# ---- block 1 ----
**Block 1: clock network drawn from the DEF**

Bar = 100 um.
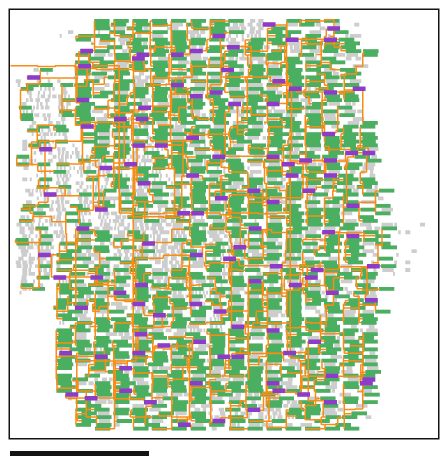

File: config.mk
export PLATFORM = sky130hd
export DESIGN_NAME = instr_stream_loader
export DESIGN_NICKNAME = d
export VERILOG_FILES = /design/src/rtl/instr_stream_loader.sv
export SDC_FILE = /design/constraint.sdc
export NUM_CORES = 1
export LEC_CHECK = 0
export CAP_MARGIN = 20
export CELL_PAD_IN_SITES_DETAIL_PLACEMENT = 1
export CELL_PAD_IN_SITES_GLOBAL_PLACEMENT = 2
export CORE_MARGIN = 4
export CORE_UTILIZATION = 48
export DETAILED_ROUTE_END_ITERATION = 10
export PLACE_DENSITY = 0.83
export RECOVER_POWER = 25
export SYNTH_ARGS = -nofsm -noshare
export SYNTH_HDL_FRONTEND = slang
export SYNTH_SLANG_ARGS = --single-unit
File: constraint.sdc
create_clock -name clk -period 3.6 [get_ports clk]
set_input_delay 0.36 -clock clk [delete_from_list [all_inputs] [get_ports clk]]
set_output_delay 0.36 -clock clk [all_outputs]
set_load 0.005 [all_outputs]
File: src/rtl/instr_stream_loader.sv
// instr_stream_loader: receives a framed program over a byte stream, assembles
// big-endian 32-bit words into program memory, verifies length and XOR checksum,
// and serves the verified program (or NOPs) to the TPU fetch stage.
module instr_stream_loader #(
    parameter int DEPTH          = 32,
    parameter int ADDR_W         = 8,
    parameter int TIMEOUT_CYCLES = 100000
) (
    input  logic              clk,
    input  logic              rst_n,
    input  logic              rx_valid,
    input  logic [7:0]        rx_data,
    input  logic [ADDR_W-1:0] fetch_addr,
    output logic [31:0]       fetch_data,
    output logic              load_busy,
    output logic              load_done,
    output logic              tpu_start,
    output logic              load_error,
    output logic [1:0]        err_code,
    output logic              prog_valid,
    output logic [ADDR_W-1:0] prog_len
);

    localparam int          IDX_W   = (DEPTH > 1) ? $clog2(DEPTH) : 1;
    localparam int          TIMER_W = $clog2(TIMEOUT_CYCLES + 1);
    localparam logic [8:0]  DEPTH_9 = 9'(DEPTH);
    localparam logic [7:0]  HEADER  = 8'hA5;

    typedef enum logic [1:0] {
        S_IDLE,
        S_COUNT,
        S_DATA,
        S_CHECK
    } state_t;

    state_t               r_state;
    state_t               w_stateNext;

    logic [31:0]          r_mem [DEPTH];
    logic [7:0]           r_count;
    logic [7:0]           r_csum;
    logic [23:0]          r_asm;
    logic [1:0]           r_byteIdx;
    logic [7:0]           r_wordIdx;
    logic [TIMER_W-1:0]   r_timer;
    logic                 r_loadDone;
    logic                 r_loadError;
    logic [1:0]           r_errCode;
    logic                 r_progValid;
    logic [ADDR_W-1:0]    r_progLen;

    logic                 w_hdrAccept;
    logic                 w_countOk;
    logic                 w_dataByte;
    logic                 w_wordWrite;
    logic                 w_good;
    logic                 w_fail;
    logic [1:0]           w_failCode;
    logic                 w_timeout;
    logic [31:0]          w_word;

    // A byte arriving on the same cycle the idle limit would be hit still counts as activity.
    assign w_timeout = (r_state != S_IDLE) && !rx_valid &&
                       (r_timer == TIMER_W'(TIMEOUT_CYCLES - 1));
    assign w_word    = {r_asm, rx_data};

    // State register.
    always_ff @(posedge clk or negedge rst_n) begin
        if (!rst_n) begin
            r_state <= S_IDLE;
        end else begin
            r_state <= w_stateNext;
        end
    end

    // Next-state decode plus single-cycle event strobes for the datapath.
    always_comb begin
        w_stateNext = r_state;
        w_hdrAccept = 1'b0;
        w_countOk   = 1'b0;
        w_dataByte  = 1'b0;
        w_wordWrite = 1'b0;
        w_good      = 1'b0;
        w_fail      = 1'b0;
        w_failCode  = 2'd0;
        case (r_state)
            S_IDLE: begin
                if (rx_valid && rx_data == HEADER) begin
                    w_hdrAccept = 1'b1;
                    w_stateNext = S_COUNT;
                end
            end
            S_COUNT: begin
                if (rx_valid) begin
                    if (rx_data == 8'd0 || {1'b0, rx_data} > DEPTH_9) begin
                        w_fail      = 1'b1;
                        w_failCode  = 2'd1;
                        w_stateNext = S_IDLE;
                    end else begin
                        w_countOk   = 1'b1;
                        w_stateNext = S_DATA;
                    end
                end
            end
            S_DATA: begin
                if (rx_valid) begin
                    w_dataByte = 1'b1;
                    if (r_byteIdx == 2'd3) begin
                        w_wordWrite = 1'b1;
                        if (r_wordIdx == r_count - 8'd1) begin
                            w_stateNext = S_CHECK;
                        end
                    end
                end
            end
            S_CHECK: begin
                if (rx_valid) begin
                    w_stateNext = S_IDLE;
                    if (rx_data == r_csum) begin
                        w_good = 1'b1;
                    end else begin
                        w_fail     = 1'b1;
                        w_failCode = 2'd2;
                    end
                end
            end
            default: begin
                w_stateNext = S_IDLE;
            end
        endcase
        if (w_timeout) begin
            w_fail      = 1'b1;
            w_failCode  = 2'd3;
            w_stateNext = S_IDLE;
        end
    end

    // Frame datapath: counters, checksum, word assembler, status flags.
    always_ff @(posedge clk or negedge rst_n) begin
        if (!rst_n) begin
            r_count     <= 8'd0;
            r_csum      <= 8'd0;
            r_asm       <= 24'd0;
            r_byteIdx   <= 2'd0;
            r_wordIdx   <= 8'd0;
            r_timer     <= '0;
            r_loadDone  <= 1'b0;
            r_loadError <= 1'b0;
            r_errCode   <= 2'd0;
            r_progValid <= 1'b0;
            r_progLen   <= '0;
        end else begin
            r_loadDone <= w_good;
            if (r_state == S_IDLE || rx_valid) begin
                r_timer <= '0;
            end else begin
                r_timer <= r_timer + TIMER_W'(1);
            end
            if (w_hdrAccept) begin
                r_loadError <= 1'b0;
                r_errCode   <= 2'd0;
                r_progValid <= 1'b0;
                r_byteIdx   <= 2'd0;
                r_wordIdx   <= 8'd0;
                r_csum      <= 8'd0;
            end
            if (w_countOk) begin
                r_count <= rx_data;
                r_csum  <= rx_data;
            end
            if (w_dataByte) begin
                r_csum    <= r_csum ^ rx_data;
                r_asm     <= w_word[23:0];
                r_byteIdx <= r_byteIdx + 2'd1;
            end
            if (w_wordWrite) begin
                r_wordIdx <= r_wordIdx + 8'd1;
            end
            if (w_good) begin
                r_progValid <= 1'b1;
                r_progLen   <= ADDR_W'(r_count);
            end
            if (w_fail) begin
                r_loadError <= 1'b1;
                r_errCode   <= w_failCode;
            end
        end
    end

    // Program memory write port; contents are masked by prog_valid rather than reset.
    always_ff @(posedge clk) begin
        if (w_wordWrite) begin
            r_mem[r_wordIdx[IDX_W-1:0]] <= w_word;
        end
    end

    // Zero-latency fetch: out-of-range or unverified addresses return a NOP.
    always_comb begin
        fetch_data = 32'h0;
        if (r_progValid && fetch_addr < r_progLen) begin
            fetch_data = r_mem[fetch_addr[IDX_W-1:0]];
        end
    end

    assign load_busy  = (r_state != S_IDLE);
    assign load_done  = r_loadDone;
    assign tpu_start  = r_loadDone;
    assign load_error = r_loadError;
    assign err_code   = r_errCode;
    assign prog_valid = r_progValid;
    assign prog_len   = r_progLen;

endmodule
# ---- block 2 ----
$ cat config.mk
export PLATFORM = sky130hd
export DESIGN_NAME = axil_byte_master
export DESIGN_NICKNAME = d
export VERILOG_FILES = /design/src/rtl/axil_byte_master.sv
export SDC_FILE = /design/constraint.sdc
export NUM_CORES = 1
export LEC_CHECK = 0
export ABC_CLOCK_PERIOD_IN_PS = 2000
export CAP_MARGIN = 5
export CORE_MARGIN = 3
export CORE_UTILIZATION = 42
export DETAILED_ROUTE_END_ITERATION = 10
export GPL_TIMING_DRIVEN = 0
export PLACE_DENSITY = 0.83
export SYNTH_ARGS = -nofsm -noshare
export SYNTH_HDL_FRONTEND = slang
export SYNTH_SLANG_ARGS = --single-unit
$ cat constraint.sdc
create_clock -name clk -period 2 [get_ports clk]
set_input_delay 0.4 -clock clk [delete_from_list [all_inputs] [get_ports clk]]
set_output_delay 0.4 -clock clk [all_outputs]
set_load 0.01 [all_outputs]
$ cat src/rtl/axil_byte_master.sv
// axil_byte_master: framed command byte stream in, single AXI-Lite read/write out,
// status and read data returned as a response byte stream.
module axil_byte_master #(
    parameter int DATA_WIDTH = 32,
    parameter int ADDR_WIDTH = 32,
    parameter int STRB_WIDTH = DATA_WIDTH / 8
) (
    input  logic                  clk,
    input  logic                  rst,
    input  logic [7:0]            s_cmd_tdata,
    input  logic                  s_cmd_tvalid,
    output logic                  s_cmd_tready,
    output logic [7:0]            m_rsp_tdata,
    output logic                  m_rsp_tvalid,
    input  logic                  m_rsp_tready,
    output logic [ADDR_WIDTH-1:0] m_axil_awaddr,
    output logic [2:0]            m_axil_awprot,
    output logic                  m_axil_awvalid,
    input  logic                  m_axil_awready,
    output logic [DATA_WIDTH-1:0] m_axil_wdata,
    output logic [STRB_WIDTH-1:0] m_axil_wstrb,
    output logic                  m_axil_wvalid,
    input  logic                  m_axil_wready,
    input  logic [1:0]            m_axil_bresp,
    input  logic                  m_axil_bvalid,
    output logic                  m_axil_bready,
    output logic [ADDR_WIDTH-1:0] m_axil_araddr,
    output logic [2:0]            m_axil_arprot,
    output logic                  m_axil_arvalid,
    input  logic                  m_axil_arready,
    input  logic [DATA_WIDTH-1:0] m_axil_rdata,
    input  logic [1:0]            m_axil_rresp,
    input  logic                  m_axil_rvalid,
    output logic                  m_axil_rready,
    output logic                  busy
);
    localparam logic [7:0] OP_WR = 8'h57, OP_RD = 8'h52;
    localparam logic [7:0] ST_OK = 8'h4B, ST_ERR = 8'h45, ST_BAD = 8'h3F;
    typedef enum logic [2:0] {IDLE, ADDR, DATA, WR_REQ, WR_RESP, RD_REQ, RD_RESP, TX} state_t;
    state_t state, state_next;
    logic [1:0] idx;
    logic is_wr;
    logic [31:0] addr;
    logic [39:0] rsp;
    logic [2:0] tx_idx, tx_last;
    logic cmd_fire, tx_fire, last_byte, both_done;
    assign s_cmd_tready = !rst && (state == IDLE || state == ADDR || state == DATA);
    assign m_rsp_tvalid = !rst && state == TX;
    assign m_axil_bready = !rst && state == WR_RESP;
    assign m_axil_rready = !rst && state == RD_RESP;
    assign busy = !rst && state != IDLE;
    assign cmd_fire = s_cmd_tvalid && s_cmd_tready;
    assign tx_fire = m_rsp_tvalid && m_rsp_tready;
    assign last_byte = cmd_fire && idx == 2'd3;
    assign both_done = (!m_axil_awvalid || m_axil_awready) && (!m_axil_wvalid || m_axil_wready);
    assign m_rsp_tdata = rsp[{tx_idx, 3'b000} +: 8];
    assign m_axil_awaddr = ADDR_WIDTH'(addr);
    assign m_axil_araddr = ADDR_WIDTH'(addr);
    assign m_axil_awprot = 3'b000;
    assign m_axil_arprot = 3'b000;
    assign m_axil_wstrb = '1;
    always_ff @(posedge clk) begin
        state <= rst ? IDLE : state_next;
    end
    always_comb begin
        state_next = state;
        case (state)
            IDLE:    if (cmd_fire) state_next = (s_cmd_tdata == OP_WR || s_cmd_tdata == OP_RD) ? ADDR : TX;
            ADDR:    if (last_byte) state_next = is_wr ? DATA : RD_REQ;
            DATA:    if (last_byte) state_next = WR_REQ;
            WR_REQ:  if (both_done) state_next = WR_RESP;
            WR_RESP: if (m_axil_bvalid) state_next = TX;
            RD_REQ:  if (m_axil_arready) state_next = RD_RESP;
            RD_RESP: if (m_axil_rvalid) state_next = TX;
            TX:      if (tx_fire && tx_idx == tx_last) state_next = IDLE;
            default: state_next = IDLE;
        endcase
    end
    // rsp holds {rdata, status}; tx_last selects how many of its bytes go out
    always_ff @(posedge clk) begin
        if (rst) begin
            idx <= '0;
            is_wr <= 1'b0;
            addr <= '0;
            m_axil_wdata <= '0;
            rsp <= '0;
            tx_idx <= '0;
            tx_last <= '0;
            m_axil_awvalid <= 1'b0;
            m_axil_wvalid <= 1'b0;
            m_axil_arvalid <= 1'b0;
        end else begin
            if (cmd_fire && state == IDLE) is_wr <= s_cmd_tdata == OP_WR;
            if (cmd_fire && state == ADDR) addr[{idx, 3'b000} +: 8] <= s_cmd_tdata;
            if (cmd_fire && state == DATA) m_axil_wdata[{idx, 3'b000} +: 8] <= s_cmd_tdata;
            if (cmd_fire && state != IDLE) idx <= idx + 2'd1;
            m_axil_awvalid <= (state == DATA && last_byte) || (m_axil_awvalid && !m_axil_awready);
            m_axil_wvalid <= (state == DATA && last_byte) || (m_axil_wvalid && !m_axil_wready);
            m_axil_arvalid <= (state == ADDR && last_byte && !is_wr) || (m_axil_arvalid && !m_axil_arready);
            if (cmd_fire && state == IDLE) begin
                rsp <= {32'h0, ST_BAD};
                tx_last <= 3'd0;
            end
            if (m_axil_bready && m_axil_bvalid) begin
                rsp <= {32'h0, m_axil_bresp == 2'b00 ? ST_OK : ST_ERR};
                tx_last <= 3'd0;
            end
            if (m_axil_rready && m_axil_rvalid) begin
                rsp <= {m_axil_rdata[31:0], m_axil_rresp == 2'b00 ? ST_OK : ST_ERR};
                tx_last <= 3'd4;
            end
            tx_idx <= state != TX ? 3'd0 : !tx_fire ? tx_idx : tx_idx == tx_last ? 3'd0 : tx_idx + 3'd1;
        end
    end
endmodule
# ---- block 3 ----
[src/rtl/regfile_sb.sv]
// Parametrised multi-port register file with an integrated busy scoreboard.
// Reads are combinational (optionally bypassing same-cycle writes); writes,
// busy bits and the registered busy population count update on the rising
// edge of clk. Register 0 can be hard-wired to zero.
module regfile_sb #(
    parameter int XLEN     = 32,
    parameter int DEPTH    = 32,
    parameter int NUM_RD   = 2,
    parameter int NUM_WR   = 1,
    parameter int BYPASS   = 1,
    parameter int ZERO_REG = 1,
    localparam int AW      = $clog2(DEPTH)
) (
    input  logic                   clk,
    input  logic                   rst,
    input  logic [NUM_RD*AW-1:0]   rd_addr,
    output logic [NUM_RD*XLEN-1:0] rd_data,
    output logic [NUM_RD-1:0]      rd_busy,
    input  logic [NUM_WR-1:0]      wr_en,
    input  logic [NUM_WR*AW-1:0]   wr_addr,
    input  logic [NUM_WR*XLEN-1:0] wr_data,
    input  logic                   sb_set_en,
    input  logic [AW-1:0]          sb_set_addr,
    output logic [AW:0]            busy_count
);

    logic [XLEN-1:0] mem [DEPTH];
    logic [DEPTH-1:0] busy;
    logic [DEPTH-1:0] busy_nxt;
    logic [AW:0]      cnt_nxt;
    logic [NUM_WR-1:0] wr_ok;
    logic             set_ok;

    // Qualify write ports and the scoreboard set against the hard-wired zero register.
    always_comb begin
        wr_ok = '0;
        for (int w = 0; w < NUM_WR; w++) begin
            wr_ok[w] = wr_en[w];
            if (ZERO_REG != 0 && wr_addr[w*AW +: AW] == '0)
                wr_ok[w] = 1'b0;
        end
        set_ok = sb_set_en && !(ZERO_REG != 0 && sb_set_addr == '0);
    end

    // Next busy vector: writebacks clear, then issue sets so a same-cycle set wins.
    always_comb begin
        busy_nxt = busy;
        for (int w = 0; w < NUM_WR; w++) begin
            if (wr_ok[w])
                busy_nxt[wr_addr[w*AW +: AW]] = 1'b0;
        end
        if (set_ok)
            busy_nxt[sb_set_addr] = 1'b1;
        cnt_nxt = '0;
        for (int i = 0; i < DEPTH; i++)
            cnt_nxt = cnt_nxt + {{AW{1'b0}}, busy_nxt[i]};
    end

    // Scoreboard state and its registered population count.
    always_ff @(posedge clk) begin
        if (rst) begin
            busy       <= '0;
            busy_count <= '0;
        end else begin
            busy       <= busy_nxt;
            busy_count <= cnt_nxt;
        end
    end

    // Register storage; later (higher-index) ports override earlier ones on a collision.
    always_ff @(posedge clk) begin
        if (rst) begin
            for (int i = 0; i < DEPTH; i++)
                mem[i] <= '0;
        end else begin
            for (int w = 0; w < NUM_WR; w++) begin
                if (wr_ok[w])
                    mem[wr_addr[w*AW +: AW]] <= wr_data[w*XLEN +: XLEN];
            end
        end
    end

    for (genvar k = 0; k < NUM_RD; k++) begin : g_rd
        logic [AW-1:0]   a;
        logic [XLEN-1:0] d;
        logic            b;

        assign a = rd_addr[k*AW +: AW];

        // Read mux with optional forwarding of same-cycle writes (highest port wins).
        always_comb begin
            d = mem[a];
            b = busy[a];
            if (BYPASS != 0) begin
                for (int w = 0; w < NUM_WR; w++) begin
                    if (wr_ok[w] && wr_addr[w*AW +: AW] == a) begin
                        d = wr_data[w*XLEN +: XLEN];
                        b = 1'b0;
                    end
                end
            end
            if (ZERO_REG != 0 && a == '0) begin
                d = '0;
                b = 1'b0;
            end
        end

        assign rd_data[k*XLEN +: XLEN] = d;
        assign rd_busy[k]              = b;
    end

endmodule

[config.mk]
export PLATFORM = sky130hd
export DESIGN_NAME = regfile_sb
export DESIGN_NICKNAME = d
export VERILOG_FILES = /design/src/rtl/regfile_sb.sv
export SDC_FILE = /design/constraint.sdc
export NUM_CORES = 2
export LEC_CHECK = 0
export CAP_MARGIN = 25
export CORE_ASPECT_RATIO = 1.5
export CORE_MARGIN = 10
export CORE_UTILIZATION = 30
export CTS_CLUSTER_SIZE = 30
export DETAILED_ROUTE_END_ITERATION = 6
export HOLD_SLACK_MARGIN = 0.15
export PLACE_DENSITY = 0.55
export SYNTH_ARGS = -nofsm -noshare
export SYNTH_HDL_FRONTEND = slang
export SYNTH_SLANG_ARGS = --single-unit
[constraint.sdc]
create_clock -name clk -period 6.5 [get_ports clk]
set_clock_uncertainty 0.1 [all_clocks]
set_input_delay 1.3 -clock clk [delete_from_list [all_inputs] [get_ports clk]]
set_output_delay 1.3 -clock clk [all_outputs]
set_load 0.03 [all_outputs]
**Block 1: register map, names as in the netlist**

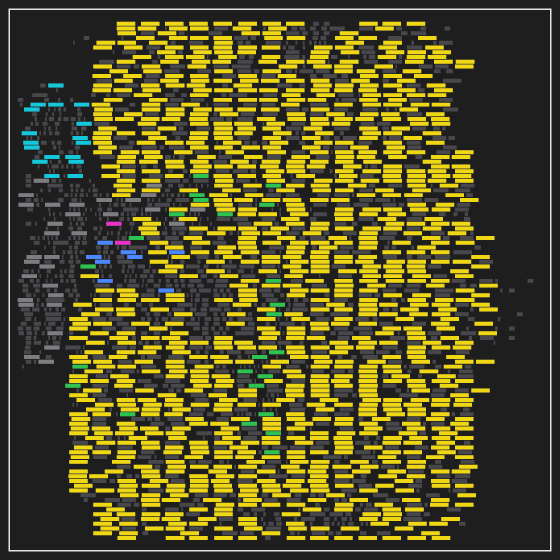
legend:
  r_byteIdx:
    color: magenta
    placed_flops: 2
  r_mem:
    color: yellow
    placed_flops: 1024
  r_wordIdx:
    color: blue
    placed_flops: 8
    where: west
  r_asm:
    color: green
    placed_flops: 24
  r_timer:
    color: cyan
    placed_flops: 17
    where: north-west
not colored: 31
post-layout utilization of the core: 56.4%
flop share of the area: 65.4%
Flop+latch power: 0.0152 W

About 'clock network drawn from the DEF' of block 1:
legend:
  clock drivers:
    color: purple
    count: 109
  flip-flops:
    color: green
    count: 1106
  clock wires:
    color: orange
    length: 12300 um
routed clock nets: 110
flops lie: widely spread
Worst-Skew Late Latency: 680 ps
Clk pwr share: 41.3%
clock distribution power: 0.0117 W

==> out/metrics.sh, block 1 <==
OUTCOME='finished with violations'
VIOLATIONS='capacitance limit, slew limit'
SETUP_VIOL_COUNT_FINAL=0
GRT_UTIL_ALL_LAYERS_PCT=24.3
PRECTSSETUPSLACK_PS=258
VIAS=22156
FIN_SKEW_PS=25.0
CLOCK_BUFFERS_CREATED_BY_TRITONCTS=109
POST-SYNTH-TOP-AREA-FRACTION_PCT=71.0
WORST_SETUP_PATH_ENDPOINT='fetch_data[8]'
POWER_SWITCHING_W=0.00618
GRT_FIRST_PASS_WIRELENGTH_UM=167000
SYNTH_AREA_PER_CELL_UM2=20.7
CTS.PATH.MAX_BUFFERS=3
SYNTHESIS.AREA_UM2=43300
ASYNC_FLOP_SHARE_PCT=7.41
FINAL_PERIOD_MINUS_WORST_SETUP_SLACK_PS=3490
MAXSLEWVIOLCOUNT=273
SHARE_COMB_OF_TOTAL_POWER_PCT=4.9
POSTLAYOUTCELLAREA_UM2=50200
HOLD_END='r_mem[23][25]'
SEQPWRFRAC_PCT=53.7
TIMING.MAX_CAP.VIOLATIONS=7
DETAILEDROUTE.FIRSTPASSITERATIONCOUNT=7
USE_MET1_PCT=33.0
[block 1: final cells by class]
cell class,instances,area [um^2],area share [%]
sequential,1106,32800,65.4
multi-input combinational,854,10100,20.2
clock buffer,128,2840,5.67
timing repair buffer,193,1990,3.97
tap,1165,1460,2.91
clock inverter,77,843,1.68
inverter,17,63.8,0.127
antenna,1,2.50,0.00499
[block 1: cell families (layout without fill, tap and decap cells)]
kind of cell	count (synthesis)	count (layout)	synth area share, %
other	0	1	0
xor gates and xnor gates	33	33	0.667
AOI/OAI and AO/OA	128	128	2.03
buffers and inverters	132	415	1.51
adders and majority gates	14	14	0.405
and+or+nand+nor	293	293	3.09
muxes	386	386	16.6
DFF	1106	1106	75.7
[block 1: Yosys cell counts, types with 4 or more instances]
master,count
buf_2,39
nor2b_1,5
nand4_1,8
xor2_1,9
o2111ai_1,7
mux4_2,258
a21oi_1,7
mux2i_1,65
mux2_2,63
buf_4,21
buf_6,4
nand2_1,120
nand3_1,22
dfrtp_1,82
nor3_1,36
o22ai_1,32
a31oi_1,5
xnor2_1,24
and3_1,7
o21ai_0,27
clkbuf_1,49
o21ai_1,5
nor2_1,64
a22o_1,31
nand3b_1,4
edfxtp_1,1024
or3_1,4
inv_1,17
ha_1,14
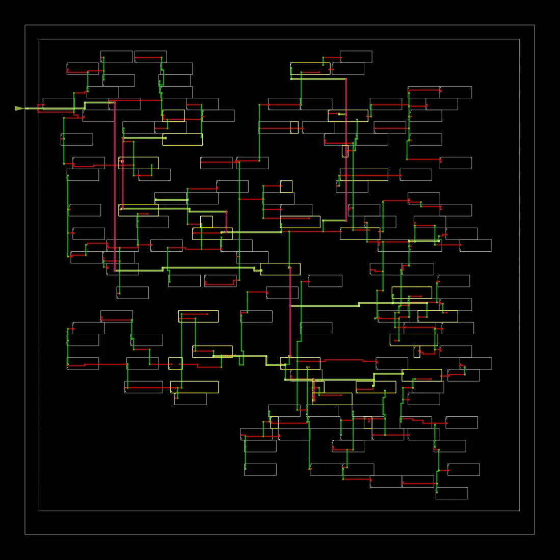
**Above:** block 2 (clock wiring as the flow saved it).
clkbuf count: 20
final worst clock skew: 5.78 ps

==> out/metrics.sh, block 2 <==
SYNTHCELLS=631
VIOLATIONS='setup timing'
DOMINANT_CELLS='combinational gates'
SEQPWRFRAC_PCT=35.0
SYNTHTOLAYOUTAREAGROWTH_PCT=53.3
DIEHEIGHT_UM=118
OUTCOME='finished with violations'
INSERTEDDIODECOUNT=0
ROUTE.MET2.WL_UM=8420
POSTLAYOUTCELLAREA_UM2=8000
NUM-NETS-FINAL=893
YS_AREA_UM2=5220
CLOCK_BUFFERS_CREATED_BY_TRITONCTS=17
MAX_SLEW.WORST_PIN.SLEW_PS=645
CRIT_FANOUT=8
SYNTHESIS.AREA_UM2=5220
USE_MET1_PCT=27.7
FINAL_CRITICAL_PATH_SETUP_SLACK_PS=-104
ASYNC_FLOP_SHARE_PCT=0
SETUP_VIOL_COUNT_FINAL=8
SYNTH-EDFF-COUNT=0
NUM_TAP_CELLS=168
[block 2: state kept, by name (all words and copies together) (netlist names)]
register	flops
idx	2
is_wr	1
m_axil_araddr	32
m_axil_arvalid	1
m_axil_awvalid	1
m_axil_wdata	32
m_axil_wvalid	1
rsp	37
state	3
tx_idx	3
tx_last	1
[block 2: worst register-to-register path, delay by kind of cell, from the launching register on]
kind            cells  cell delay (ps)
flops               1              400
compound gates      3              660
buf+inv             3              320
fa+ha+maj           1              150
simple gates        2              310
[block 2: power groups by stage]
stage / Sequential, W / Combinational, W / Clock, W
4_1_cts: 0.00243 / 0.00139 / 0.00303
2_1_floorplan: 0.00246 / 0.000856 / 0
6_report: 0.00244 / 0.00150 / 0.00303
5_1_grt: 0.00244 / 0.00160 / 0.00314
3_3_place_gp: 0.00246 / 0.00130 / 0
3_5_place_dp: 0.00247 / 0.00132 / 0
[block 2: final timing paths]
check                       to  cells after the start  slack [ps]
max reg2reg           state[2]                      9          70
min          m_axil_araddr[31]                      3         370
max             m_rsp_tdata[5]                      4        -100
min reg2reg   m_axil_wdata[28]                      2         450
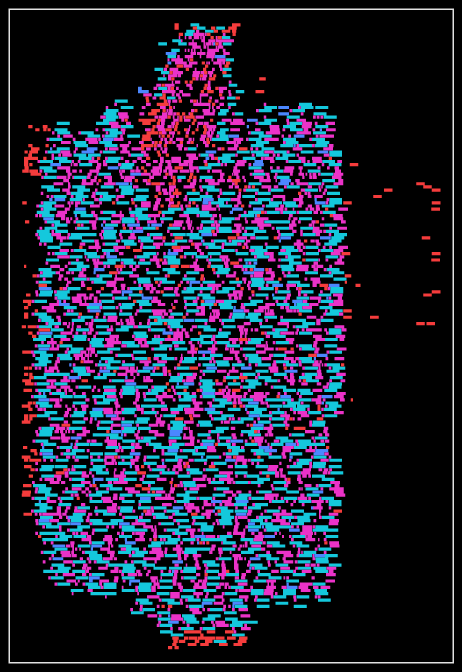
**Above:** block 3 (placed cells, one color a class).
legend:
  flops:
    color: cyan
    cells: 1062
  clock drivers and dummy loads:
    color: blue
    cells: 192
  other buffers and delay cells:
    color: red
    cells: 440
  combinational and other logic:
    color: magenta
    cells: 2660
post-layout utilization of the core: 35.4%
Core ar.: 192000 um^2

==> out/metrics.sh, block 3 <==
CRIT_START='wr_addr[2]'
SYNTH-EDFF-COUNT=1024
WORSTPATHARRIVAL_PS=6810
PLACED_CELLS_INCL_TAPS=6645
TIMING.CRITICAL_PATH.FROM_TYPE='primary input'
WORST_SETUP_PATH_END_KIND='register'
ADDER_SHARE_PCT=0.981
CRITICAL-PATH-SLOWEST-CELL='fa_1'
OUTCOME='complete, no violations'
SYNTH.LOGIC.TOP_FAMILY='multiplexers'
MAXUSEDROUTINGLAYER='met5'
ROUTED_WL_UM=235000
TOP_AREA_CELL='edfxtp_1'
CRIT_FANOUT=4
WORST_HOLD_STARTPOINT='busy[0]'
PRECTSSETUPSLACK_PS=-944
GLOBALROUTE.TOTALOVERFLOW=0
HOLD_VIOL=0
WORST-PATH-STAGES=19
CLK_TRANSITION_REPORTED_PATHS_PS=60
GRT_ANTENNA_BEFORE_REPAIR=16
==> block 3: repair_timing <==
| action | CTS | global route |
|---|---|---|
| endpoints found under the setup margin | 1 | 2 |
| endpoints found under the hold margin | 0 | 0 |
| resized | 8 | 18 |
| pin swaps | 0 | 15 |
| setup buffers | 0 | 1 |
==> block 3: final cells by class <==
type / instances / area [um^2] / share of cell area [%]
multi-input combinational: 2632 / 25100 / 36.9
antenna: 5 / 12.5 / 0.0184
clock buffer: 126 / 2720 / 4.00
timing repair buffer: 440 / 4730 / 6.96
clock inverter: 66 / 679 / 1.00
sequential: 1062 / 31500 / 46.4
inverter: 28 / 106 / 0.157
tap: 2487 / 3110 / 4.58
==> block 3: sequential cells by signal, indices dropped and copies added (netlist names) <==
name	count
busy	32
busy_count	6
mem	1024
==> block 3: power breakdown <==
group / switching (W) / internal (W) / total, W
clock: 0.00280 / 0.00346 / 0.00625
sequential: 0.000191 / 0.00788 / 0.00807
combinational: 0.00153 / 0.00110 / 0.00263
total: 0.00452 / 0.0124 / 0.0170

# ---- block 4 ----
**Block 4: placed cells, one color a class**

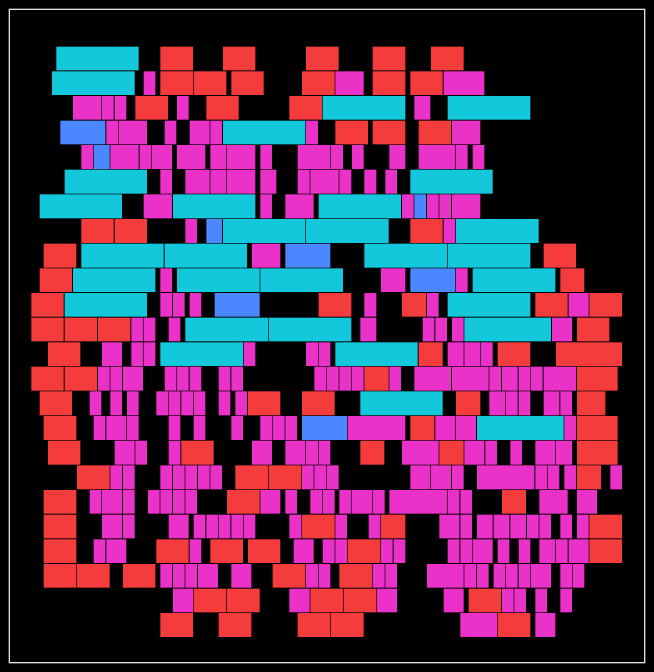

===== src/rtl/stream_rr_arbiter.sv =====
// Round-robin stream arbiter: N_REQ requesters into one registered output beat.
// Optional per-packet grant locking is enabled with `define ARB_PKT_LOCK_EN.
module stream_rr_arbiter #(
  parameter int unsigned DATA_W = 8,
  parameter int unsigned N_REQ  = 4
) (
  input  logic                    clk,
  input  logic                    rst,
  input  logic [N_REQ-1:0]        req_valid,
  input  logic [N_REQ*DATA_W-1:0] req_data,
  input  logic [N_REQ-1:0]        req_last,
  output logic [N_REQ-1:0]        req_ready,
  output logic [DATA_W-1:0]       data_out,
  output logic                    valid_out,
  output logic                    last_out,
  output logic [2:0]              src_out,
  input  logic                    ready_in,
  output logic [15:0]             beat_cnt
);

  localparam int unsigned PTR_W = (N_REQ > 1) ? $clog2(N_REQ) : 1;

  logic [PTR_W-1:0]  ptr;
  logic              load_en;
  logic              rr_any;
  logic [PTR_W-1:0]  rr_idx;
  logic              gnt_any;
  logic [PTR_W-1:0]  gnt_idx;
  logic [N_REQ-1:0]  grant;
  logic              accept;
  logic              ptr_upd;
  logic [DATA_W-1:0] sel_data;
  logic              sel_last;
  logic [DATA_W-1:0] data_arr [N_REQ];

  for (genvar g = 0; g < N_REQ; g++) begin : g_unpack
    assign data_arr[g] = req_data[g*DATA_W +: DATA_W];
  end

  assign load_en = !valid_out || ready_in;

  // Rotating-priority search starting just after the last granted requester.
  always_comb begin
    int unsigned j;
    j      = 0;
    rr_any = 1'b0;
    rr_idx = '0;
    for (int unsigned k = 1; k <= N_REQ; k++) begin
      j = 32'(ptr) + k;
      if (j >= N_REQ) j = j - N_REQ;
      if (!rr_any && req_valid[PTR_W'(j)]) begin
        rr_any = 1'b1;
        rr_idx = PTR_W'(j);
      end
    end
  end

`ifdef ARB_PKT_LOCK_EN
  typedef enum logic {UNLOCKED, LOCKED} lock_state_t;

  lock_state_t      state;
  logic [PTR_W-1:0] lock_idx;

  // While a packet is open only its owner may be granted.
  always_comb begin
    gnt_any = rr_any;
    gnt_idx = rr_idx;
    if (state == LOCKED) begin
      gnt_any = req_valid[lock_idx];
      gnt_idx = lock_idx;
    end
  end

  assign ptr_upd = accept && sel_last;

  always_ff @(posedge clk or posedge rst) begin
    if (rst) begin
      state    <= UNLOCKED;
      lock_idx <= '0;
    end else begin
      case (state)
        UNLOCKED: if (accept && !sel_last) begin
          state    <= LOCKED;
          lock_idx <= gnt_idx;
        end
        LOCKED: if (accept && sel_last) state <= UNLOCKED;
        default: state <= UNLOCKED;
      endcase
    end
  end
`else
  assign gnt_any = rr_any;
  assign gnt_idx = rr_idx;
  assign ptr_upd = accept;
`endif

  assign grant     = gnt_any ? (N_REQ'(1) << gnt_idx) : '0;
  assign req_ready = rst ? '0 : (grant & {N_REQ{load_en}});
  assign accept    = !rst && load_en && gnt_any;
  assign sel_data  = data_arr[gnt_idx];
  assign sel_last  = req_last[gnt_idx];

  // Output register, transfer counter and round-robin pointer.
  always_ff @(posedge clk or posedge rst) begin
    if (rst) begin
      valid_out <= 1'b0;
      data_out  <= '0;
      last_out  <= 1'b0;
      src_out   <= '0;
      beat_cnt  <= '0;
      ptr       <= PTR_W'(N_REQ - 1);
    end else begin
      if (valid_out && ready_in) beat_cnt <= beat_cnt + 16'd1;
      if (load_en) begin
        if (gnt_any) begin
          data_out  <= sel_data;
          last_out  <= sel_last;
          src_out   <= 3'(gnt_idx);
          valid_out <= 1'b1;
        end else begin
          valid_out <= 1'b0;
        end
      end
      if (ptr_upd) ptr <= gnt_idx;
    end
  end

endmodule


===== config.mk =====
export PLATFORM = sky130hd
export DESIGN_NAME = stream_rr_arbiter
export DESIGN_NICKNAME = d
export VERILOG_FILES = /design/src/rtl/stream_rr_arbiter.sv
export SDC_FILE = /design/constraint.sdc
export NUM_CORES = 1
export LEC_CHECK = 0
export ABC_AREA = 1
export ABC_CLOCK_PERIOD_IN_PS = 2800
export CORE_AREA = 2 2 68 70
export DETAILED_ROUTE_END_ITERATION = 8
export DIE_AREA = 0 0 70 72
export GPL_ROUTABILITY_DRIVEN = 0
export PLACE_DENSITY = 0.92
export SLEW_MARGIN = 20
export SYNTH_ARGS = -nofsm -noshare
export SYNTH_HDL_FRONTEND = slang
export SYNTH_SLANG_ARGS = --single-unit
export TNS_END_PERCENT = 30

===== constraint.sdc =====
create_clock -name clk -period 2.8 [get_ports clk]
set_input_delay 0.42 -clock clk [delete_from_list [all_inputs] [get_ports clk]]
set_output_delay 0.42 -clock clk [all_outputs]
set_load 0.005 [all_outputs]

# ---- block 5 ----
===== config.mk =====
export PLATFORM = sky130hd
export DESIGN_NAME = sdblock
export DESIGN_NICKNAME = d
export VERILOG_FILES = /design/src/rtl/sdblock.sv
export SDC_FILE = /design/constraint.sdc
export NUM_CORES = 1
export LEC_CHECK = 0
export CAP_MARGIN = 25
export CORE_MARGIN = 4
export CORE_UTILIZATION = 45
export CTS_BUF_LIST = sky130_fd_sc_hd__clkbuf_16
export DETAILED_ROUTE_END_ITERATION = 6
export GPL_TIMING_DRIVEN = 0
export PLACE_DENSITY = 0.69
export SLEW_MARGIN = 0
export SYNTH_ARGS = -nofsm -noshare
export SYNTH_HDL_FRONTEND = slang
export SYNTH_SLANG_ARGS = --single-unit

===== constraint.sdc =====
create_clock -name clock -period 8.8 [get_ports clock]
set_clock_uncertainty 0.1 [all_clocks]
set_input_delay 1.32 -clock clock [delete_from_list [all_inputs] [get_ports clock]]
set_output_delay 1.32 -clock clock [all_outputs]
set_load 0.01 [all_outputs]

===== src/rtl/sdblock.sv =====
// Single-block SD read sequencer: CMD17, R1 and data-token polling, 512-byte sector streamed out as buffer writes.
// Optional SDBLOCK_CRC_EN checks the CRC16-CCITT trailer against the received data.
module sdblock #(
  parameter int R1_TRIES    = 8,
  parameter int TOKEN_TRIES = 4096
) (
  input  logic        clock,
  input  logic        reset_n,
  input  logic        start,
  input  logic [31:0] lba,
  input  logic        sdhc,
  output logic        busy,
  output logic        done,
  output logic [2:0]  err,
  output logic [8:0]  buf_addr,
  output logic [7:0]  buf_data,
  output logic        buf_we,
  output logic        sd_signal,
  output logic [1:0]  sd_cmd,
  output logic [7:0]  sd_out,
  input  logic [7:0]  sd_din,
  input  logic        sd_busy,
  input  logic        sd_timeout
);

  localparam int TRY_MAX = (TOKEN_TRIES > R1_TRIES) ? TOKEN_TRIES : R1_TRIES;
  localparam int TRY_W   = $clog2(TRY_MAX + 1);

  localparam logic [3:0] ST_IDLE  = 4'd0;
  localparam logic [3:0] ST_DESEL = 4'd1;
  localparam logic [3:0] ST_PRE   = 4'd2;
  localparam logic [3:0] ST_SEL   = 4'd3;
  localparam logic [3:0] ST_CMD   = 4'd4;
  localparam logic [3:0] ST_R1    = 4'd5;
  localparam logic [3:0] ST_TOKEN = 4'd6;
  localparam logic [3:0] ST_DATA  = 4'd7;
  localparam logic [3:0] ST_CRC   = 4'd8;
  localparam logic [3:0] ST_END   = 4'd9;

  // Engine handshake phase within each state
  localparam logic [1:0] PH_ISSUE   = 2'd0;
  localparam logic [1:0] PH_WAIT_HI = 2'd1;
  localparam logic [1:0] PH_WAIT_LO = 2'd2;

  logic [3:0]       state, state_n;
  logic [1:0]       phase, phase_n;
  logic [2:0]       step, step_n;
  logic [8:0]       byte_cnt, cnt_n;
  logic [TRY_W-1:0] tries, tries_n;
  logic [2:0]       err_n;
  logic [31:0]      lba_q;
  logic             sdhc_q;
  logic [31:0]      card_addr;
  logic             issue, we_n, fin, complete;

`ifdef SDBLOCK_CRC_EN
  logic [15:0] crc;
  logic [7:0]  crc_hi;

  function automatic logic [15:0] crc_upd(input logic [15:0] c, input logic [7:0] d);
    logic [15:0] r;
    logic [7:0]  b;
    r = c;
    b = d;
    for (int unsigned i = 0; i < 8; i++) begin
      if (r[15] ^ b[7]) r = {r[14:0], 1'b0} ^ 16'h1021;
      else              r = {r[14:0], 1'b0};
      b = {b[6:0], 1'b0};
    end
    return r;
  endfunction
`endif

  assign card_addr = sdhc_q ? lba_q : {lba_q[22:0], 9'd0};
  assign complete  = (phase == PH_WAIT_LO) && !sd_busy;

  function automatic logic [1:0] cmd_for(input logic [3:0] s, input logic [2:0] k);
    if (s == ST_DESEL)                     return 2'd3;
    else if (s == ST_SEL)                  return 2'd2;
    else if (s == ST_END && k == 3'd0)     return 2'd3;
    else                                   return 2'd1;
  endfunction

  function automatic logic [7:0] out_for(input logic [3:0] s, input logic [2:0] k,
                                         input logic [31:0] a);
    if (s != ST_CMD) return 8'hFF;
    case (k)
      3'd0:    return 8'h51;
      3'd1:    return a[31:24];
      3'd2:    return a[23:16];
      3'd3:    return a[15:8];
      3'd4:    return a[7:0];
      default: return 8'hFF;
    endcase
  endfunction

  always_comb begin
    state_n = state;
    phase_n = phase;
    step_n  = step;
    cnt_n   = byte_cnt;
    tries_n = tries;
    err_n   = err;
    issue   = 1'b0;
    we_n    = 1'b0;
    fin     = 1'b0;
    if (state == ST_IDLE) begin
      if (start) begin
        state_n = ST_DESEL;
        step_n  = '0;
        err_n   = '0;
        // An engine byte left over from a reset sequence must drain before the first issue
        if (sd_busy) phase_n = PH_ISSUE;
        else         issue   = 1'b1;
      end
    end else if (phase == PH_ISSUE) begin
      if (!sd_busy) issue = 1'b1;
    end else if (phase == PH_WAIT_HI) begin
      if (sd_busy) phase_n = PH_WAIT_LO;
    end else if (complete) begin
      issue = 1'b1;
      if (sd_timeout && state != ST_END) begin
        err_n   = 3'd4;
        state_n = ST_END;
        step_n  = '0;
      end else begin
        case (state)
          ST_DESEL: state_n = ST_PRE;
          ST_PRE:   state_n = ST_SEL;
          ST_SEL: begin
            state_n = ST_CMD;
            step_n  = '0;
          end
          ST_CMD: begin
            if (step == 3'd5) begin
              state_n = ST_R1;
              tries_n = TRY_W'(1);
            end else begin
              step_n = step + 3'd1;
            end
          end
          ST_R1: begin
            if (sd_din == 8'h00) begin
              state_n = ST_TOKEN;
              tries_n = TRY_W'(1);
            end else if (sd_din != 8'hFF) begin
              err_n   = 3'd1;
              state_n = ST_END;
              step_n  = '0;
            end else if (tries == TRY_W'(R1_TRIES)) begin
              err_n   = 3'd2;
              state_n = ST_END;
              step_n  = '0;
            end else begin
              tries_n = tries + TRY_W'(1);
            end
          end
          ST_TOKEN: begin
            if (sd_din == 8'hFE) begin
              state_n = ST_DATA;
              cnt_n   = '0;
            end else if (sd_din != 8'hFF || tries == TRY_W'(TOKEN_TRIES)) begin
              err_n   = 3'd3;
              state_n = ST_END;
              step_n  = '0;
            end else begin
              tries_n = tries + TRY_W'(1);
            end
          end
          ST_DATA: begin
            we_n  = 1'b1;
            cnt_n = byte_cnt + 9'd1;
            if (byte_cnt == 9'd511) begin
              state_n = ST_CRC;
              step_n  = '0;
            end
          end
          ST_CRC: begin
            if (step == 3'd0) begin
              step_n = 3'd1;
            end else begin
`ifdef SDBLOCK_CRC_EN
              if ({crc_hi, sd_din} != crc) err_n = 3'd5;
`endif
              state_n = ST_END;
              step_n  = '0;
            end
          end
          ST_END: begin
            if (step == 3'd0) begin
              step_n = 3'd1;
            end else begin
              issue   = 1'b0;
              fin     = 1'b1;
              state_n = ST_IDLE;
            end
          end
          default: begin
            issue   = 1'b0;
            state_n = ST_IDLE;
          end
        endcase
      end
    end
    if (issue) phase_n = PH_WAIT_HI;
  end

  always_ff @(posedge clock) begin
    if (!reset_n) begin
      state     <= ST_IDLE;
      phase     <= PH_ISSUE;
      step      <= '0;
      byte_cnt  <= '0;
      tries     <= '0;
      err       <= '0;
      busy      <= 1'b0;
      done      <= 1'b0;
      buf_addr  <= '0;
      buf_data  <= '0;
      buf_we    <= 1'b0;
      sd_signal <= 1'b0;
      sd_cmd    <= 2'd3;
      sd_out    <= 8'hFF;
      lba_q     <= '0;
      sdhc_q    <= 1'b0;
`ifdef SDBLOCK_CRC_EN
      crc       <= '0;
      crc_hi    <= '0;
`endif
    end else begin
      state     <= state_n;
      phase     <= phase_n;
      step      <= step_n;
      byte_cnt  <= cnt_n;
      tries     <= tries_n;
      err       <= err_n;
      busy      <= (state_n != ST_IDLE);
      done      <= fin;
      sd_signal <= issue;
      buf_we    <= we_n;
      if (issue) begin
        sd_cmd <= cmd_for(state_n, step_n);
        sd_out <= out_for(state_n, step_n, card_addr);
      end
      if (we_n) begin
        buf_addr <= byte_cnt;
        buf_data <= sd_din;
      end
      if (state == ST_IDLE && start) begin
        lba_q  <= lba;
        sdhc_q <= sdhc;
      end
`ifdef SDBLOCK_CRC_EN
      if (state == ST_TOKEN && state_n == ST_DATA) crc <= '0;
      else if (we_n)                               crc <= crc_upd(crc, sd_din);
      if (complete && state == ST_CRC && step == 3'd0) crc_hi <= sd_din;
`endif
    end
  end

endmodule


**Block 4: register map, names as in the netlist**

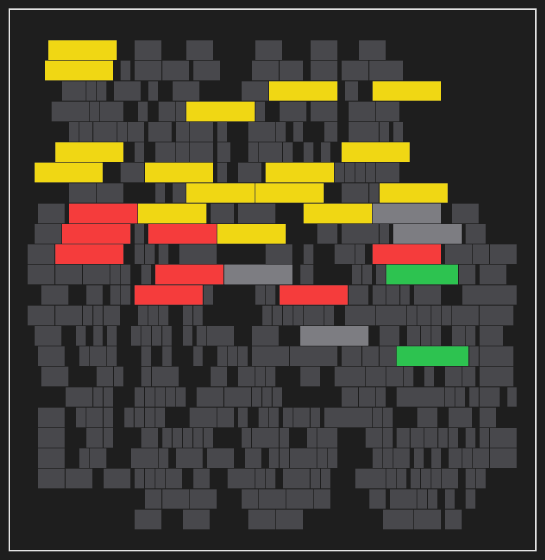
legend:
  ptr:
    color: green
    placed_flops: 2
  data_out:
    color: red
    placed_flops: 8
  beat_cnt:
    color: yellow
    placed_flops: 16
sequential standard cell area: 753 um^2
post-layout utilization of the core: 68.8%
Flop+latch power: 0.000727 W
flop share of the area: 25.7%

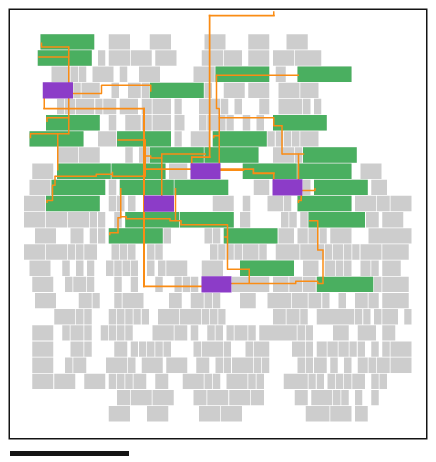
**Above:** block 4 (clock network drawn from the DEF).
Bar = 20 um.
legend:
  flip-flops:
    color: green
    count: 30
  clock drivers:
    color: purple
    count: 5
  clock wires:
    color: orange
    length: 383 um
routed clock nets: 6
clock distribution power: 0.000332 W
Clk pwr share: 9.7%
Worst-Skew Late Latency: 280 ps

About 'placed cells, one color a class' of block 4:
legend:
  combinational and other logic:
    color: magenta
    cells: 237
  other buffers and delay cells:
    color: red
    cells: 86
  clock drivers and dummy loads:
    color: blue
    cells: 8
  flops:
    color: cyan
    cells: 30
post-route standard cell area excluding fillers: 2930 um^2
Core ar.: 4260 um^2

==> out/metrics.sh, block 4 <==
OUTCOME='complete, no violations'
REPORT.POWER.TOTAL_W=0.00343
USE_MET1_PCT=26.5
WORST_SETUP_PATH_ENDPOINT='req_ready[0]'
FP.DIEW_UM=70
SYNTH-EDFF-COUNT=0
HOLD_VIOL=0
GRT_FIRST_PASS_WIRELENGTH_UM=8960
MAX_CLOCK_FREQ_GHz=0.372
CLK_TRANSITION_REPORTED_PATHS_PS=70
BUSIEST_LAYER='met2'
GRT.MET3_USAGE_PCT=4.86
NUM-FILL-CELLS=347
CRIT_START='ptr[0]'
IOS=76
CELL_COUNT_OF_THE_WORST_REG_TO_REG_PATH=17
WORST_R2R_ENDPOINT='data_out[5]'
BUFAREASHARENONCLOCK_PCT=29.0
MAXIMUM_NUMBER_OF_PINS_ON_ONE_NET_BEFORE_GLOBAL_ROUTE_REPAIR=31
DIE_AR_UM2=5040
GRTUSAGEMET2_PCT=38.7
DIEHEIGHT_UM=72
SYNTHTOLAYOUTAREAGROWTH_PCT=46.5
MAXUSEDROUTINGLAYER='met4'
CRIT_FANOUT=8
VIASPERCELL=5.04
## block 4: critical path, stage by stage, from the launching register on
cell           delay (ps)
dfstp_2               560
buf_12                130
inv_8                  50
nand2_2                60
nand2_2                80
nand2_1                80
nand2_2                80
nor2_4                170
nand3_4               120
nand3_4               140
inv_1                  80
nor3_1                170
dlygate4sd2_1         250
## block 4: what timing repair did
item,in CTS,in global routing
pin swaps,0,1
setup endpoints to repair,4,3
setup buffers,4,0
hold buffers,0,0
resized,4,7
endpoints found under the hold margin,0,0
cloned,0,0
## block 4: where the power goes
part / internal (W) / total, W / switching, W
sequential: 0.000599 / 0.000727 / 0.000128
clock: 0.000172 / 0.000332 / 0.000160
combinational: 0.000999 / 0.00237 / 0.00137
total: 0.00177 / 0.00343 / 0.00166
## block 4: per-stage QoR
step                setup WS [ps]  setup TNS [ps]  hold slack (ps)  instance area [um^2]
floorplan                     685               0              468                  2000
global placement             75.1               0              461                  2780
detailed placement         -0.529          -0.529              470                  2780
CTS                         -19.6           -19.6              486                  2910
global route                -13.0           -13.0              508                  2930
finish                        111               0              485                  2930
## block 4: sequential cells by signal (all words and copies together), names as in the netlist
name	flops
data_out	8
valid_out	1
ptr	2
src_out	2
beat_cnt	16
last_out	1
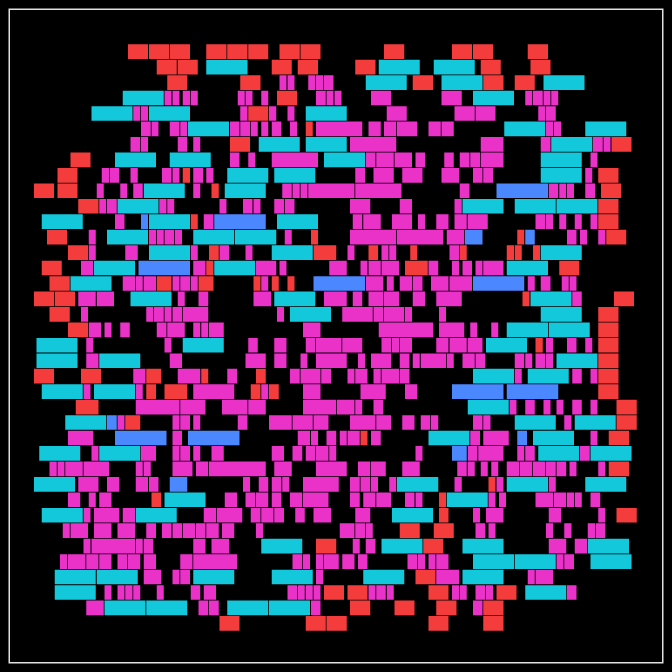
**Above:** block 5 (placed cells, one color a class).
legend:
  other buffers and delay cells:
    color: red
    cells: 116
  combinational and other logic:
    color: magenta
    cells: 485
  flops:
    color: cyan
    cells: 98
  clock drivers and dummy loads:
    color: blue
    cells: 16
post-route standard cell area excluding fillers: 6370 um^2
Core ar.: 11000 um^2
flop share of the area: 30.8%
number of placement rows: 38
post-layout utilization of the core: 58.0%

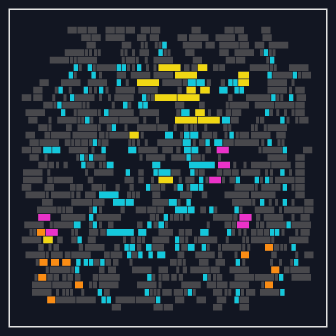
**Above:** block 5 (logic cells by family).
legend:
  multiplexers:
    color: yellow
    cells: 16
    most_used: mux4_2
    where: north
  adder and majority cells:
    color: magenta
    cells: 7
    most_used: ha_1
  inverting AOI/OAI gates:
    color: cyan
    cells: 134
    most_used: a21oi_1
  XOR/XNOR gates:
    color: orange
    cells: 11
    most_used: xor2_1
post-route insts no fill: 855
Comb/total area: 45.9%

==> out/metrics.sh, block 5 <==
OUTCOME='complete, no violations'
SYNTH-EDFF-COUNT=0
YOSYS.AREA_SHARE.AOI_PCT=19.9
DRC_VIOLATIONS=0
YOSYS.CELL_TYPES.COUNT=75
DRT-INITIAL-DRC-COUNT=485
ROUTEDLENGTHMET1_UM=6790
GRT_UTIL_ALL_LAYERS_PCT=21.9
PLACED_CELLS_INCL_TAPS=839
RSZ0062_AT_GRT='false'
SEQUENTIAL_ELEMENT_SHARE_OF_THE_SYNTHESIZED_AREA_PCT=38.2
TIMING.MAX_SLEW.REL_SLACK_PCT=43.1
MAX_CLOCK_FREQ_GHz=0.230
MAXSLEWVIOLCOUNT=0
MAX_SLEW.WORST_PIN.SLEW_PS=845
ROUTED_WL_UM=14300
ROUTE.MET3.WL_UM=1050
DIEHEIGHT_UM=115
GRT_PASS1_VIAS=4664
## block 5: final timing paths
check,to,start,slack [ps]
max,sd_out[7],sd_din[0],4450
min,err[1],err[1],360
max reg2reg,sd_out[7],step[0],5360
min reg2reg,err[1],err[1],360
## block 5: power by group
| part | internal, W | switching (W) | leakage, nW |
|---|---|---|---|
| Combinational | 0.0000443 | 0.0000463 | 1.25 |
| Clock | 0.000191 | 0.000168 | 0.133 |
| Sequential | 0.000456 | 0.0000107 | 0.797 |
| Total | 0.000691 | 0.000225 | 2.18 |
## block 5: sequential cells by signal (all words and copies together) (netlist names), 2 cells and up
name      flops
buf_addr      9
buf_data      8
byte_cnt      9
err           3
lba_q        32
phase         2
sd_cmd        2
sd_out        8
state         4
step          3
tries        13
## block 5: cell type report
class | count | area [um^2] | area share, %
Sequential cell | 98 | 1960 | 30.8
Timing Repair Buffer | 80 | 796 | 12.5
Inverter | 15 | 56.3 | 0.884
Clock buffer | 9 | 225 | 3.53
Multi-Input combinational cell | 470 | 2920 | 45.9
Tap cell | 140 | 175 | 2.75
Buffer | 36 | 189 | 2.97
Clock inverter | 7 | 43.8 | 0.687


==> screenshots <==
Register map, names as in the netlist.
Plate I
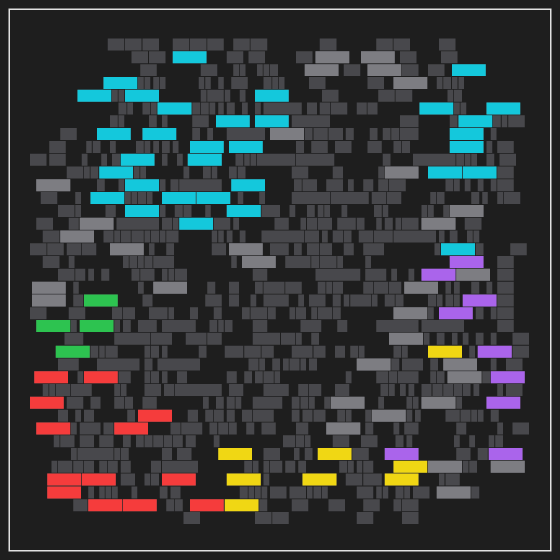
Plate II
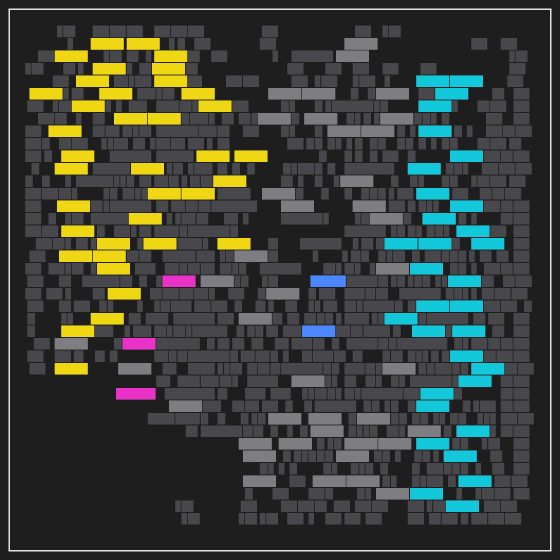
Plate III
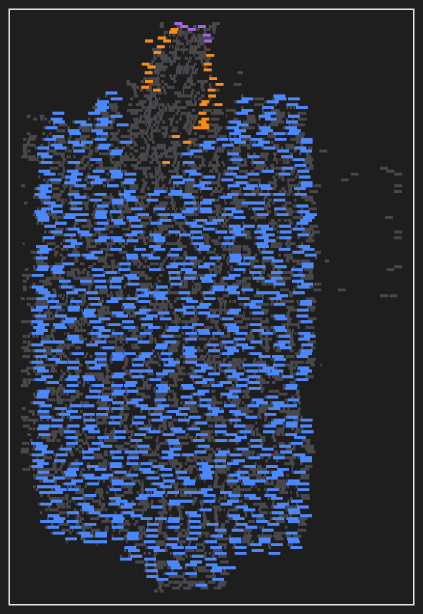
Of these, most sequential cells: Plate III
Of these, fewest cells: Plate I
block 5: Plate I
block 2: Plate II
block 3: Plate III

Key to Plate II:
legend:
  tx_idx:
    color: magenta
    placed_flops: 3
  idx:
    color: blue
    placed_flops: 2
  rsp:
    color: yellow
    placed_flops: 37
  m_axil_araddr:
    color: cyan
    placed_flops: 32
    where: a vertical strip on the right

No activity file was given, so power comes from the tool's default toggle rates.
